# ---- regf_access_arbiter ----
--- config.mk ---
export PLATFORM = sky130hd
export DESIGN_NAME = regf_access_arbiter
export DESIGN_NICKNAME = d
export VERILOG_FILES = /design/src/rtl/regf_access_arbiter.sv
export SDC_FILE = /design/constraint.sdc
export NUM_CORES = 1
export LEC_CHECK = 0
export CAP_MARGIN = 20
export CORE_ASPECT_RATIO = 0.6
export CORE_MARGIN = 5
export CORE_UTILIZATION = 50
export DETAILED_ROUTE_END_ITERATION = 8
export PLACE_DENSITY = 0.87
export SETUP_SLACK_MARGIN = 0.3
export SLEW_MARGIN = 20
export SYNTH_ARGS = -nofsm -noshare
export SYNTH_HDL_FRONTEND = slang
export SYNTH_SLANG_ARGS = --single-unit
--- constraint.sdc ---
create_clock -name clk -period 3.3 [get_ports clk]
set_input_delay 0.66 -clock clk [delete_from_list [all_inputs] [get_ports clk]]
set_output_delay 0.66 -clock clk [all_outputs]
set_load 0.005 [all_outputs]
--- src/rtl/regf_access_arbiter.sv ---
// Round-robin arbiter for three regfile masters (PEA, PEM, PEP).
// Each master has its own minimum spacing between grants, enforced by a cooldown counter.
// Grants are combinational from req/regf_rdy and registered state, and at most one is high per cycle.
//
// Ports:
//   clk, s_rst                  : clock; synchronous active-high reset
//   pea_req, pem_req, pep_req   : level requests, held until granted
//   regf_rdy                    : regfile can accept an access this cycle
//   pea_gnt, pem_gnt, pep_gnt   : one-cycle grants; a request is consumed while its grant is high
//   last_gnt_id                 : last granted master (0=PEA, 1=PEM, 2=PEP, 3=none since reset)
//   gnt_cnt                     : total grants since reset, wrapping
module regf_access_arbiter #(
  parameter int unsigned PEA_PERIOD = 2,
  parameter int unsigned PEM_PERIOD = 2,
  parameter int unsigned PEP_PERIOD = 1
) (
  input  logic        clk,
  input  logic        s_rst,
  input  logic        pea_req,
  input  logic        pem_req,
  input  logic        pep_req,
  input  logic        regf_rdy,
  output logic        pea_gnt,
  output logic        pem_gnt,
  output logic        pep_gnt,
  output logic [1:0]  last_gnt_id,
  output logic [31:0] gnt_cnt
);

  localparam int unsigned N_MASTERS  = 3;
  localparam int unsigned MAX_AM     = (PEA_PERIOD > PEM_PERIOD) ? PEA_PERIOD : PEM_PERIOD;
  localparam int unsigned MAX_PERIOD = (MAX_AM > PEP_PERIOD) ? MAX_AM : PEP_PERIOD;
  localparam int unsigned CD_W       = $clog2(MAX_PERIOD + 1);

  logic [CD_W-1:0] cd_q [N_MASTERS];
  logic [2:0]      req_vec;
  logic [2:0]      elig;
  logic [2:0]      gnt_vec;
  logic [1:0]      gnt_id;

  // Cooldown reload: grant at t makes the master eligible again at t+PERIOD.
  function automatic logic [CD_W-1:0] reload_val(input int unsigned idx);
    case (idx)
      0:       return CD_W'(PEA_PERIOD - 1);
      1:       return CD_W'(PEM_PERIOD - 1);
      default: return CD_W'(PEP_PERIOD - 1);
    endcase
  endfunction

  assign req_vec = {pep_req, pem_req, pea_req};

  // Eligibility per master.
  always_comb begin
    elig = '0;
    for (int i = 0; i < 3; i++) begin
      elig[i] = req_vec[i] && (cd_q[i] == '0) && regf_rdy && !s_rst;
    end
  end

  // Round-robin pick starting at the master after the last one granted.
  always_comb begin
    gnt_vec = '0;
    case (last_gnt_id)
      2'd0: begin
        if      (elig[1]) gnt_vec = 3'b010;
        else if (elig[2]) gnt_vec = 3'b100;
        else if (elig[0]) gnt_vec = 3'b001;
      end
      2'd1: begin
        if      (elig[2]) gnt_vec = 3'b100;
        else if (elig[0]) gnt_vec = 3'b001;
        else if (elig[1]) gnt_vec = 3'b010;
      end
      default: begin
        if      (elig[0]) gnt_vec = 3'b001;
        else if (elig[1]) gnt_vec = 3'b010;
        else if (elig[2]) gnt_vec = 3'b100;
      end
    endcase
  end

  assign pea_gnt = gnt_vec[0];
  assign pem_gnt = gnt_vec[1];
  assign pep_gnt = gnt_vec[2];

  // Encode the one-hot grant into a master id.
  always_comb begin
    gnt_id = 2'd0;
    if (gnt_vec[1]) gnt_id = 2'd1;
    if (gnt_vec[2]) gnt_id = 2'd2;
  end

  // Cooldowns, last id and grant counter.
  always_ff @(posedge clk) begin
    if (s_rst) begin
      for (int i = 0; i < 3; i++) cd_q[i] <= '0;
      last_gnt_id <= 2'd3;
      gnt_cnt     <= '0;
    end else begin
      for (int i = 0; i < 3; i++) begin
        if (gnt_vec[i])          cd_q[i] <= reload_val(i);
        else if (cd_q[i] != '0)  cd_q[i] <= cd_q[i] - CD_W'(1);
      end
      if (gnt_vec != '0) last_gnt_id <= gnt_id;
      // Written every cycle, so the counter always reflects the last computed sum.
      gnt_cnt <= gnt_cnt + 32'(gnt_vec != '0);
    end
  end

endmodule

==> Slide: Implementation Results <==
Physical Implementation Snapshot

Final layout
  • Inverters: 13
  • Logic share of the area: about 40%
  • MI comb area: ~1200 um^2
  • Seq. cell area: about 860 um^2

Pwr
  • Clk pwr: 0.405 mW
  • Comb pwr: 0.277 mW

Synth
  • Cell accounting for the most synthesized area: dfxtp_1
  • Synth cell types: 40

Run
  • Tool warnings: 27

Critical path
  • Critical register-to-register path endpoint: gnt_cnt[13]
  • WP depth: 11
  • Crit path kind: reg -> reg
  • Slowest cell delay on critical path: 0.58 ns
  • Crit path to: gnt_cnt[13]

Outcome
  • Status: completed

Timing
  • Clk_skew: between 0.01 and 0.015 ns
  • Final tally of setup violations: 0
  • Hold_ws: 0.501 ns
  • Peak Freq: about 340 MHz
  • Final hold violation count: 0

Global route
  • GRT overflow: 0
  • Initial antenna violation count: 0
  • Largest net degree at the start of global routing: 27

Floorplanning
  • Well tap count: 47

CTS
  • H-tree levels: 2
  • Hold buffer count at cts: 0
  • CTS Buf Count: 5

Detailed routing
  • Routed Antenna Nets: 0
  • Initial DRC count: 149
## cells by family after synthesis
logic type / Yosys count
simple gates: 96
compound gates: 49
buf+inv: 23
fa+ha+maj: 5
flops: 40
xor+xnor: 11
mux: 2
## state kept, by name (all words and copies together) (netlist names)
signal and flops:
gnt_cnt 32, last_gnt_id 2, cd_q 6
## layer usage
layer | global-route usage [%] | share of wire, % | vias up
met5 | 0 | 0 | -
met4 | 10.9 | 3.2 | 0
met3 | 5.87 | 8.0 | 21
met2 | 30.8 | 45 | 106
met1 | 27.4 | 44 | 991
li1 | - | - | 967
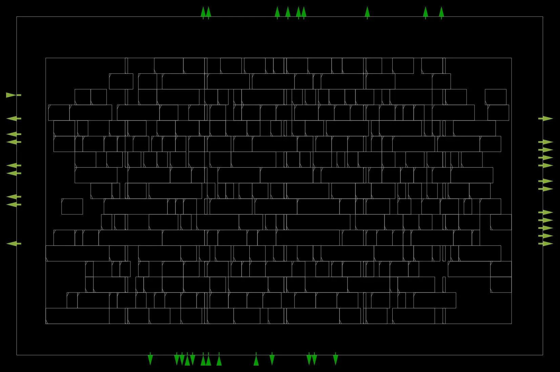
regf_access_arbiter: cell placement
Seq area share: 29.8%
final non-filler cell total: 337
Rows: 17
core area: 3740 um^2


# ---- dmem_copy_engine ----
<file path="src/rtl/dmem_copy_engine.sv">
// rtl/dmem_copy_engine.sv - memmove-style word copy engine driving the data-memory port
module dmem_copy_engine #(
  parameter int LEN_W = 7
) (
  input  logic             clk,
  input  logic             reset_n,
  input  logic             start,
  input  logic [31:0]      src_addr,
  input  logic [31:0]      dst_addr,
  input  logic [LEN_W-1:0] len,
  output logic             busy,
  output logic             done,
  output logic             err,
  output logic             mem_write_en,
  output logic [31:0]      mem_addr,
  output logic [31:0]      mem_write_data,
  input  logic [31:0]      mem_read_data
);

  localparam logic [1:0] S_IDLE  = 2'd0;
  localparam logic [1:0] S_READ  = 2'd1;
  localparam logic [1:0] S_WRITE = 2'd2;
  localparam logic [1:0] S_DONE  = 2'd3;

  logic [1:0]       state;
  logic [31:0]      src_ptr;
  logic [31:0]      dst_ptr;
  logic [31:0]      hold;
  logic [LEN_W-1:0] count;
  logic             err_q;
  logic             desc;

  logic [31:0] span;
  logic [31:0] last_off;
  logic [32:0] src_end;
  logic        misaligned;
  logic        overlap_down;

  // A destination that starts inside the source block must be filled from the top down.
  assign span         = 32'(len) << 2;
  assign last_off     = span - 32'd4;
  assign src_end      = {1'b0, src_addr} + {1'b0, span};
  assign overlap_down = (dst_addr > src_addr) && ({1'b0, dst_addr} < src_end);
  assign misaligned   = (src_addr[1:0] != 2'b00) || (dst_addr[1:0] != 2'b00);

  always_ff @(posedge clk or negedge reset_n) begin
    if (!reset_n) begin
      state   <= S_IDLE;
      src_ptr <= '0;
      dst_ptr <= '0;
      hold    <= '0;
      count   <= '0;
      err_q   <= 1'b0;
      desc    <= 1'b0;
    end else begin
      case (state)
        S_IDLE: begin
          if (start) begin
            err_q <= misaligned;
            desc  <= overlap_down;
            count <= len;
            if (overlap_down) begin
              src_ptr <= src_addr + last_off;
              dst_ptr <= dst_addr + last_off;
            end else begin
              src_ptr <= src_addr;
              dst_ptr <= dst_addr;
            end
            state <= (misaligned || (len == '0)) ? S_DONE : S_READ;
          end
        end
        S_READ: begin
          hold  <= mem_read_data;
          state <= S_WRITE;
        end
        S_WRITE: begin
          src_ptr <= desc ? src_ptr - 32'd4 : src_ptr + 32'd4;
          dst_ptr <= desc ? dst_ptr - 32'd4 : dst_ptr + 32'd4;
          count   <= count - LEN_W'(1);
          state   <= (count > LEN_W'(1)) ? S_READ : S_DONE;
        end
        S_DONE: begin
          err_q <= 1'b0;
          state <= S_IDLE;
        end
        default: state <= S_IDLE;
      endcase
    end
  end

  assign busy         = (state != S_IDLE);
  assign done         = (state == S_DONE);
  assign err          = (state == S_DONE) && err_q;
  assign mem_write_en = (state == S_WRITE);

  always_comb begin
    mem_addr       = '0;
    mem_write_data = '0;
    case (state)
      S_READ:  mem_addr = src_ptr;
      S_WRITE: begin
        mem_addr       = dst_ptr;
        mem_write_data = hold;
      end
      default: ;
    endcase
  end

endmodule

</file>
<file path="config.mk">
export PLATFORM = sky130hd
export DESIGN_NAME = dmem_copy_engine
export DESIGN_NICKNAME = d
export VERILOG_FILES = /design/src/rtl/dmem_copy_engine.sv
export SDC_FILE = /design/constraint.sdc
export NUM_CORES = 1
export LEC_CHECK = 0
export CAP_MARGIN = 10
export CORE_ASPECT_RATIO = 1.2
export CORE_MARGIN = 3
export CORE_UTILIZATION = 46
export CTS_BUF_LIST = sky130_fd_sc_hd__clkbuf_4
export DETAILED_ROUTE_END_ITERATION = 7
export GPL_TIMING_DRIVEN = 1
export PLACE_DENSITY_LB_ADDON = 0.2
export RECOVER_POWER = 100
export SLEW_MARGIN = 10
export SYNTH_ARGS = -nofsm -noshare
export SYNTH_HDL_FRONTEND = slang
export SYNTH_SLANG_ARGS = --single-unit
</file>
<file path="constraint.sdc">
create_clock -name clk -period 3.8 [get_ports clk]
set_input_delay 1.14 -clock clk [delete_from_list [all_inputs] [get_ports clk]]
set_output_delay 1.14 -clock clk [all_outputs]
set_load 0.05 [all_outputs]
</file>
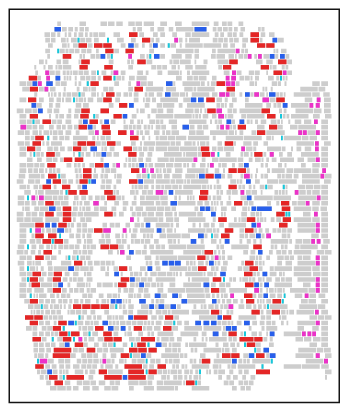
dmem_copy_engine: gate families picked out
(2 px per um)
magenta -> AND and OR gates  # cells 89, where all over the die
cyan -> inverters  # cells 68, where all over the die
red -> adder and majority cells  # cells 197, where all over the die
blue -> AND-OR and OR-AND gates  # cells 111, where all over the die

==> Slide: Implementation Results <==
Physical Implementation Snapshot

Detailed routing
  • Routed WL: roughly 49000 um
  • Routed vias: 15400
  • Routed len/inst: between 15 and 20 um
  • DR WL met2: around 22000 um

Global route
  • Met3 GRT Util: 2.77%
  • Largest net degree at the start of global routing: about 110
  • Initial antenna violation count: 1

Timing
  • PnR worst setup slack: -1.36 ns
  • Min Tclk post-route: 5.16 ns
  • Final tally of setup violations: 132
  • Max Slew Vio Count: 81
  • Post-route clock period utilization: 136%

Placed design
  • Post-DP HPWL: 38600 um

Final layout
  • Seq. cell area: around 2700 um^2
  • Fillers: between 2000 and 2500
  • Layout cell share with drive strength beyond 1: between 20 and 30%
  • Final non-filler cell total: 2640
  • Layout Nets: about 2600

Outcome
  • Violated checks: max-capacitance violations, max-slew violations, negative setup slack
  • Status: complete, but fails checks

Synth
  • Fa+ha+maj area frac: 18.1%
  • Post-synth mux share: roughly 3.3%
  • Synth cell types: between 80 and 90
  • Yosys xor share: approximately 7.5%
  • Fraction of registers with async set or reset after synthesis: 100%
  • Post-synth top cells: ha_1, a21oi_1, nand2_1, dfrtp_1, o21ai_0
  • Yosys cell count: 1720
  • Post-synth top flop: dfrtp_1

CTS
  • CTS Sinks: around 110
  • Setup Buffers After CTS: 41
  • Max Buffers Root-to-Sink: 2

Pwr
  • Pwr Total: 12.7 mW

Critical path
  • Crit path to: src_ptr[8]
  • Worst Path Buf+Inv: 5
  • Highest net fanout along the worst path: 7
  • CP Launch Point: src_addr[2]
  • Critical-path cell list: buf_6, ha_4, fa_2, a211oi_2, o21bai_1, or3_4, nand2_4, buf_12, buf_4, nor3_1, xnor2_1, ha_1, and4_1, a221o_1, a22oi_2, o211a_1, nor4_4, buf_4, nor2_4, nand2_4, buf_12, a211o_1, a22o_1
  • Reg2Reg Setup Slack: -0.76 ns
  • WP data arrival: 5.57 ns

Run
  • Max-cap check violation count: 2
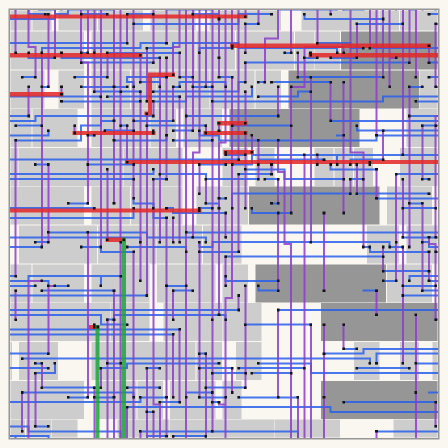
dmem_copy_engine: close-up of the layout
Region (67, 83) to (97, 113) um. Cells in gray, sequential cells in the stronger gray; small squares are vias.
purple -> metal 2
red -> metal 3
blue -> metal 1
green -> metal 4
cells with their middle in the window = 74
netlist names of flops here include = `src_ptr` (4), `dst_ptr` (3)
sequential cells in the window = 7
most frequent = buf_4 (8), a21oi_1 (7), dfrtp_1 (7)

## cell type report
type / count / share of cell area, %
Multi-Input combinational cell: 1479 / 56.7
Timing Repair Buffer: 584 / 25.3
Sequential cell: 107 / 13.5
Tap cell: 385 / 2.42
Inverter: 68 / 1.28
Clock inverter: 7 / 0.459
Clock buffer: 9 / 0.340
Antenna cell: 1 / 0.0126
## where the power goes
part / total (mW) / switching [mW] / internal, mW
clock: 0.658 / 0.392 / 0.266
combinational: 9.83 / 5.80 / 4.04
sequential: 2.23 / 0.514 / 1.72
total: 12.7 / 6.70 / 6.02

# ---- bit_sync_filt ----
bit_sync_filt, signal wires by layer:
(4 px per um) Only two layers are drawn.
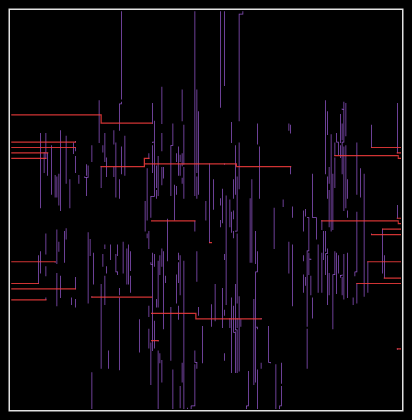
bit_sync_filt, close-up of the layout:
Region (34, 35) to (64, 65) um. Cells in gray, sequential cells in the stronger gray; small squares are vias.
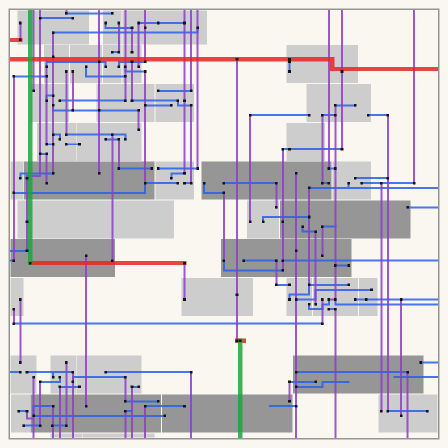
`src/rtl/bit_sync_filt.sv`:
```
// Multi-channel bit synchroniser with per-channel glitch filter and registered edge detect.
// Each ASYNC bit is synchronised, debounced over FILT_LEN cycles and turned into rise/fall pulses.
module bit_sync_filt #(
    parameter int                   NUM_STAGES = 2,
    parameter int                   BUS_WIDTH  = 8,
    parameter int                   FILT_LEN   = 4,
    parameter logic [BUS_WIDTH-1:0] RST_VAL    = '0
) (
    input  logic                 CLK,
    input  logic                 RST,
    input  logic [BUS_WIDTH-1:0] ASYNC,
    output logic [BUS_WIDTH-1:0] SYNC,
    output logic [BUS_WIDTH-1:0] RISE,
    output logic [BUS_WIDTH-1:0] FALL,
    output logic                 CHG
);

    localparam int              CNT_W    = $clog2(FILT_LEN + 1);
    localparam logic [CNT_W-1:0] CNT_LAST = CNT_W'(FILT_LEN - 1);

    logic [NUM_STAGES-1:0][BUS_WIDTH-1:0] sync_q, sync_d;
    logic [BUS_WIDTH-1:0][CNT_W-1:0]      cnt_q, cnt_d;
    logic [BUS_WIDTH-1:0]                 filt_q, filt_d;
    logic [BUS_WIDTH-1:0]                 rise_q, rise_d;
    logic [BUS_WIDTH-1:0]                 fall_q, fall_d;
    logic                                 chg_q, chg_d;
    logic [BUS_WIDTH-1:0]                 s_out;
    logic [BUS_WIDTH-1:0]                 accept;

    assign s_out = sync_q[NUM_STAGES-1];

    always_comb begin
        sync_d[0] = ASYNC;
        for (int k = 1; k < NUM_STAGES; k++) begin
            sync_d[k] = sync_q[k-1];
        end
    end

    // A level must survive FILT_LEN consecutive samples; any return to the current level
    // throws away the partial count.
    always_comb begin
        // NOTE: every always_comb output gets a default first so no path leaves it unassigned (no latch).
        filt_d = filt_q;
        cnt_d  = cnt_q;
        accept = '0;
        for (int i = 0; i < BUS_WIDTH; i++) begin
            if (s_out[i] == filt_q[i]) begin
                cnt_d[i] = '0;
            end else if (cnt_q[i] == CNT_LAST) begin
                filt_d[i] = s_out[i];
                cnt_d[i]  = '0;
                accept[i] = 1'b1;
            end else begin
                cnt_d[i] = cnt_q[i] + CNT_W'(1);
            end
        end
        rise_d = accept & s_out;
        fall_d = accept & ~s_out;
        chg_d  = |accept;
    end

    // NOTE: state is updated with non-blocking assignments so every flop samples pre-edge values.
    always_ff @(posedge CLK or negedge RST) begin
        if (!RST) begin
            sync_q <= {NUM_STAGES{RST_VAL}};
            cnt_q  <= '0;
            filt_q <= RST_VAL;
            rise_q <= '0;
            fall_q <= '0;
            chg_q  <= 1'b0;
        end else begin
            sync_q <= sync_d;
            cnt_q  <= cnt_d;
            filt_q <= filt_d;
            rise_q <= rise_d;
            fall_q <= fall_d;
            chg_q  <= chg_d;
        end
    end

    assign SYNC = filt_q;
    assign RISE = rise_q;
    assign FALL = fall_q;
    assign CHG  = chg_q;

endmodule
```
`config.mk`:
```
export PLATFORM = sky130hd
export DESIGN_NAME = bit_sync_filt
export DESIGN_NICKNAME = d
export VERILOG_FILES = /design/src/rtl/bit_sync_filt.sv
export SDC_FILE = /design/constraint.sdc
export NUM_CORES = 1
export LEC_CHECK = 0
export CAP_MARGIN = 10
export CORE_AREA = 4 4 94 96
export CTS_CLUSTER_DIAMETER = 60
export DETAILED_ROUTE_END_ITERATION = 6
export DIE_AREA = 0 0 98 100
export DONT_BUFFER_PORTS = 1
export PLACE_DENSITY = 0.48
export SLEW_MARGIN = 20
export SYNTH_ARGS = -nofsm -noshare
export SYNTH_HDL_FRONTEND = slang
export SYNTH_SLANG_ARGS = --single-unit
```
`constraint.sdc`:
```
create_clock -name CLK -period 2.1 [get_ports CLK]
set_input_delay 0.525 -clock CLK [delete_from_list [all_inputs] [get_ports CLK]]
set_output_delay 0.525 -clock CLK [all_outputs]
set_load 0.005 [all_outputs]
```
==> Slide: Implementation Results <==
Physical Implementation Snapshot

Synth
  • Yosys xor share: 4.62%
  • Synth Instances: 158
  • YS chip area: 2360 um^2
  • EDFF count, synth: 0
  • Post-synth mux share: 2.39%
  • Fa+ha+maj area frac: 4.25%

Pwr
  • Peak supply drop: about 0.46 mV

Placed design
  • Placed Instances: 263

CTS
  • Worst skew pair latency: 0.33 ns
  • CTS Buf Count: 9

Floorplanning
  • Core area: 8050 um^2

Timing
  • Min Tclk post-route: 1.33 ns

Outcome
  • Status: completed

Critical path
  • Crit path kind: reg -> out

Final layout
  • Layout Nets: 188
About 'signal wires by layer' of bit_sync_filt:
red -> metal 3  # wire length 317 um
purple -> metal 2  # wire length 2040 um

About 'close-up of the layout' of bit_sync_filt:
blue -> metal 1
red -> metal 3
green -> metal 4
purple -> metal 2
netlist names of flops here include = `cnt_q` (5)
cells with their middle in the window = 37
most frequent = dfrtp_1 (8), nor3b_1 (5)
sequential cells in the window = 8

-- worst reg2reg max path, cell delays in order, from the launching register on --
cell and delay (ns):
dfrtp_1 0.38, ha_1 0.21, nand2b_1 0.19, o22ai_1 0.10, nor2_1 0.15, o2111ai_1 0.12
-- final cells by class --
| type | count | area [um^2] |
|---|---|---|
| clock buffers | 11 | 141 |
| clock inverters | 5 | 103 |
| fillers | 798 | 5290 |
| inverters | 3 | 11.3 |
| multi-input cells | 90 | 719 |
| flip-flops and latches | 65 | 1630 |
| well taps | 105 | 131 |
| repair buffers | 1 | 27.5 |

# ---- fifo_periodic_reader ----
fifo_periodic_reader, cell placement:
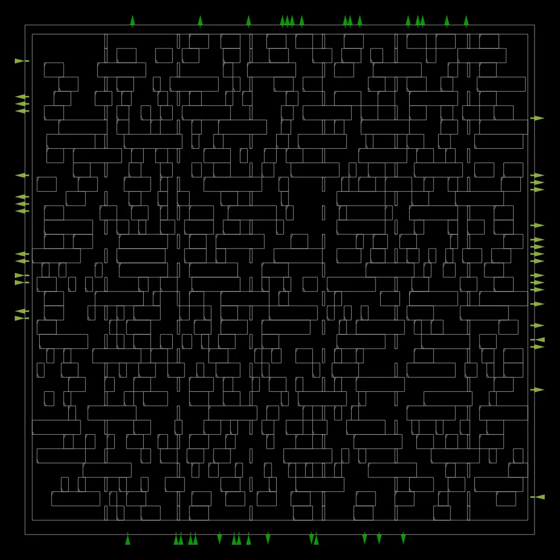
fifo_periodic_reader, gate families picked out:
(4 px per um)
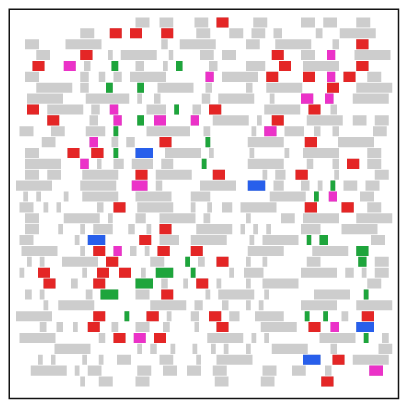
$ cat config.mk
export PLATFORM = sky130hd
export DESIGN_NAME = fifo_periodic_reader
export DESIGN_NICKNAME = d
export VERILOG_FILES = /design/src/rtl/fifo_example_pkg.sv /design/src/rtl/fifo_periodic_reader_tick.sv /design/src/rtl/fifo_periodic_reader.sv
export SDC_FILE = /design/constraint.sdc
export NUM_CORES = 1
export LEC_CHECK = 0
export CELL_PAD_IN_SITES_DETAIL_PLACEMENT = 2
export CELL_PAD_IN_SITES_GLOBAL_PLACEMENT = 2
export CORE_UTILIZATION = 34
export DETAILED_ROUTE_END_ITERATION = 8
export PLACE_DENSITY_LB_ADDON = 0.1
export SETUP_SLACK_MARGIN = 0.02
export SLEW_MARGIN = 5
export SYNTH_ARGS = -nofsm -noshare
export SYNTH_HDL_FRONTEND = slang
export SYNTH_SLANG_ARGS = --single-unit
$ cat constraint.sdc
create_clock -name clk -period 2.5 [get_ports clk]
set_input_delay 0.25 -clock clk [delete_from_list [all_inputs] [get_ports clk]]
set_output_delay 0.25 -clock clk [all_outputs]
set_load 0.02 [all_outputs]
$ cat src/rtl/fifo_example_pkg.sv
// Purpose: constants, reader FSM encoding and saturating counter helper shared by the FIFO example.
// Latency: n/a (declarations only).
// Backpressure: n/a.
package fifo_example_pkg;

  localparam int DATA_WIDTH_DEF = 12;
  localparam int CNT_W          = 16;

  typedef enum logic [1:0] {
    ST_WAIT    = 2'd0,
    ST_ISSUE   = 2'd1,
    ST_CAPTURE = 2'd2
  } rd_state_t;

  // Statistics counters stick at all-ones instead of wrapping.
  function automatic logic [CNT_W-1:0] sat_inc(input logic [CNT_W-1:0] v);
    return (v == {CNT_W{1'b1}}) ? v : v + CNT_W'(1);
  endfunction

endpackage

$ cat src/rtl/fifo_periodic_reader_tick.sv
// Purpose: free-running 0..PERIOD-1 counter with a tick in its last count (shared by read and write sides).
// Latency: first tick PERIOD-1 cycles after reset release, then every PERIOD cycles.
// Backpressure: none; the counter never stalls.
module en_period_tick #(
  parameter int unsigned PERIOD = 35
) (
  input  logic clk,
  input  logic kill,
  output logic tick
);

  localparam int unsigned W = (PERIOD > 1) ? $clog2(PERIOD) : 1;
  localparam logic [W-1:0] LAST = W'(PERIOD - 1);

  logic [W-1:0] r_cnt;

  assign tick = (r_cnt == LAST);

  // Count up and fold back to zero right after the tick cycle.
  always_ff @(posedge clk or negedge kill) begin
    if (!kill)     r_cnt <= '0;
    else if (tick) r_cnt <= '0;
    else           r_cnt <= r_cnt + W'(1);
  end

endmodule

$ cat src/rtl/fifo_periodic_reader.sv
// Purpose: periodic FIFO read-side consumer; checks an incrementing word pattern (optional FIFO_READER_UNDERRUN_STATS_EN adds underrun_count).
// Latency: tick -> fifo_rd_en 1 cycle, fifo_rd_en -> data_valid 2 cycles.
// Backpressure: a read is attempted only on ticks where the FIFO is non-empty; skipped ticks are dropped.
module fifo_periodic_reader
  import fifo_example_pkg::*;
#(
  parameter int                    DATA_WIDTH   = DATA_WIDTH_DEF,
  parameter int unsigned           RD_EN_PERIOD = 35,
  parameter logic [DATA_WIDTH-1:0] START_VALUE  = '0
) (
  input  logic                  clk,
  input  logic                  kill,
  input  logic                  fifo_empty,
  output logic                  fifo_rd_en,
  input  logic [DATA_WIDTH-1:0] fifo_dout,
  output logic [DATA_WIDTH-1:0] data_out,
  output logic                  data_valid,
  output logic                  seq_error,
  output logic [CNT_W-1:0]      word_count,
`ifdef FIFO_READER_UNDERRUN_STATS_EN
  output logic [CNT_W-1:0]      underrun_count,
`endif
  output logic [CNT_W-1:0]      err_count
);

  // A period below 3 would let a tick land in ISSUE or CAPTURE and be lost.
  generate
    if (RD_EN_PERIOD < 3) begin : g_bad_period
      $error("fifo_periodic_reader: RD_EN_PERIOD must be >= 3");
    end
  endgenerate

  logic w_tick;

  en_period_tick #(.PERIOD(RD_EN_PERIOD)) u_tick (
    .clk  (clk),
    .kill (kill),
    .tick (w_tick)
  );

  rd_state_t r_state;
  rd_state_t w_next;
  logic      w_issue;
  logic      w_capture;
  logic      w_mismatch;

  logic [DATA_WIDTH-1:0] r_data;
  logic [DATA_WIDTH-1:0] r_expected;
  logic                  r_valid;
  logic                  r_serr;
  logic [CNT_W-1:0]      r_words;
  logic [CNT_W-1:0]      r_errs;

  // State register.
  always_ff @(posedge clk or negedge kill) begin
    if (!kill) r_state <= ST_WAIT;
    else       r_state <= w_next;
  end

  // Next state: one read per non-empty tick, then a fixed issue/capture pair.
  always_comb begin
    w_next = r_state;
    case (r_state)
      ST_WAIT:    if (w_tick && !fifo_empty) w_next = ST_ISSUE;
      ST_ISSUE:   w_next = ST_CAPTURE;
      ST_CAPTURE: w_next = ST_WAIT;
      default:    w_next = ST_WAIT;
    endcase
  end

  // State decode: strobe the FIFO in ISSUE, sample its data in CAPTURE.
  always_comb begin
    w_issue   = (r_state == ST_ISSUE);
    w_capture = (r_state == ST_CAPTURE);
  end

  assign fifo_rd_en = w_issue;
  assign w_mismatch = w_capture && (fifo_dout != r_expected);

  // Capture path; the expected word follows the received one so a single gap costs one error.
  always_ff @(posedge clk or negedge kill) begin
    if (!kill) begin
      r_data     <= '0;
      r_expected <= START_VALUE;
      r_valid    <= 1'b0;
      r_serr     <= 1'b0;
      r_words    <= '0;
      r_errs     <= '0;
    end else begin
      r_valid <= w_capture;
      r_serr  <= w_mismatch;
      if (w_capture) begin
        r_data     <= fifo_dout;
        r_expected <= fifo_dout + DATA_WIDTH'(1);
        r_words    <= r_words + CNT_W'(1);
      end
      if (w_mismatch) r_errs <= sat_inc(r_errs);
    end
  end

  assign data_out   = r_data;
  assign data_valid = r_valid;
  assign seq_error  = r_serr;
  assign word_count = r_words;
  assign err_count  = r_errs;

`ifdef FIFO_READER_UNDERRUN_STATS_EN
  logic [CNT_W-1:0] r_underruns;

  // Count ticks that found the FIFO empty.
  always_ff @(posedge clk or negedge kill) begin
    if (!kill)                   r_underruns <= '0;
    else if (w_tick && fifo_empty) r_underruns <= sat_inc(r_underruns);
  end

  assign underrun_count = r_underruns;
`endif

endmodule

==> Slide: Implementation Results <==
Physical Implementation Snapshot

Outcome
  • Status: completed

Placed design
  • Placed Instances: 464

CTS
  • CTS Sinks: approximately 66
  • Reg clk slew, reported paths: roughly 0.070 ns

Critical path
  • WP data arrival: 2.12 ns
  • Worst R2R Path Depth: 6
  • Slowest-stage cell, CP: dfrtp_1
  • Reg2Reg Setup Slack: 0.65 ns

Timing
  • PnR worst setup slack: 0.653 ns
  • TNS Setup: 0 ns
  • Post-route clock period utilization: 73.9%

Final layout
  • Inverters: 2
  • Flops: 66
  • Clock network share of area: 5.21%
  • Seq. cell area: roughly 1700 um^2
  • Leading cell kind: registers
  • Non-clock buffers: a little under 70

Synth
  • YS chip area: ~3000 um^2
  • Synthesized cell area: about 3100 um^2
  • Yosys xor share: 15.7%

Detailed routing
  • DR WL met2: 3950 um
  • WL met1: 3770 um
  • Routed WL: 8090 um

Pwr
  • Switching pwr: 0.533 mW
About 'cell placement' of fifo_periodic_reader:
Finished Core Util: 46.3%
Seq area share: 40.9%
core area: 8720 um^2
Rows: 34
well tap count: 108

About 'gate families picked out' of fifo_periodic_reader:
blue -> adder and majority cells  # cells 5
magenta -> AND and OR gates  # cells 19, where all over the die
green -> NOR gates  # cells 26
red -> XOR/XNOR gates  # cells 55, where all over the die

[sequential cells by signal, summed over array words and instances, names as in the netlist]
register / count
data_out: 12
data_valid: 1
err_count: 16
r_expected: 12
r_state: 2
seq_error: 1
u_tick.r_cnt: 6
word_count: 16
[power by group through the flow]
stage                     Combinational, mW  Clock [mW]  Sequential (mW)
after floorplan                      0.0565           0             1.15
after global placement                0.172           0             1.13
after detailed placement              0.176           0             1.14
after CTS                             0.179        1.02             1.11
after global routing                  0.192        1.05             1.12
final                                 0.174       0.978             1.11


==> layout pictures side by side <==
Wiring heat map.
(a)
(3 px per um) The die is cut into 20 by 20 equal tiles; dark purple is low, yellow is high, scaled to the fullest tile. Values are wire area over tile area, all layers added.
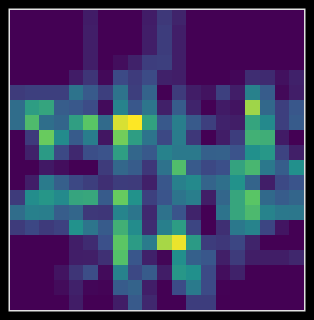
(b)
(3 px per um) The die is cut into 18 by 12 equal tiles; dark purple is low, yellow is high, scaled to the fullest tile. Values are wire area over tile area, all layers added.
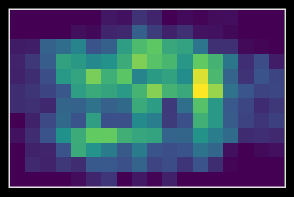
(c)
(3 px per um) The die is cut into 19 by 19 equal tiles; dark purple is low, yellow is high, scaled to the fullest tile. Values are wire area over tile area, all layers added.
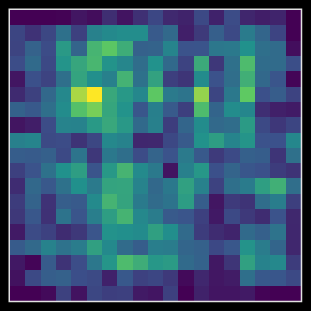
(d)
(1.5 px per um) The die is cut into 33 by 39 equal tiles; dark purple is low, yellow is high, scaled to the fullest tile. Values are wire area over tile area, all layers added.
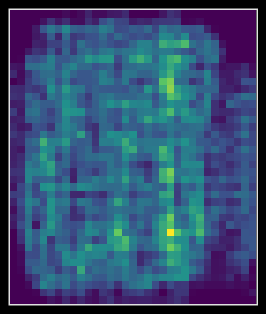
- smallest die: (b)
(a) -> bit_sync_filt
(d) -> dmem_copy_engine
(b) -> regf_access_arbiter
(c) -> fifo_periodic_reader

Key to (d):
tiles over half the peak = 8.0%
nearly empty tiles = 8.7%
densest ninth of the die = middle
fullest tile = 0.89

Power and IR drop assume default switching activity.
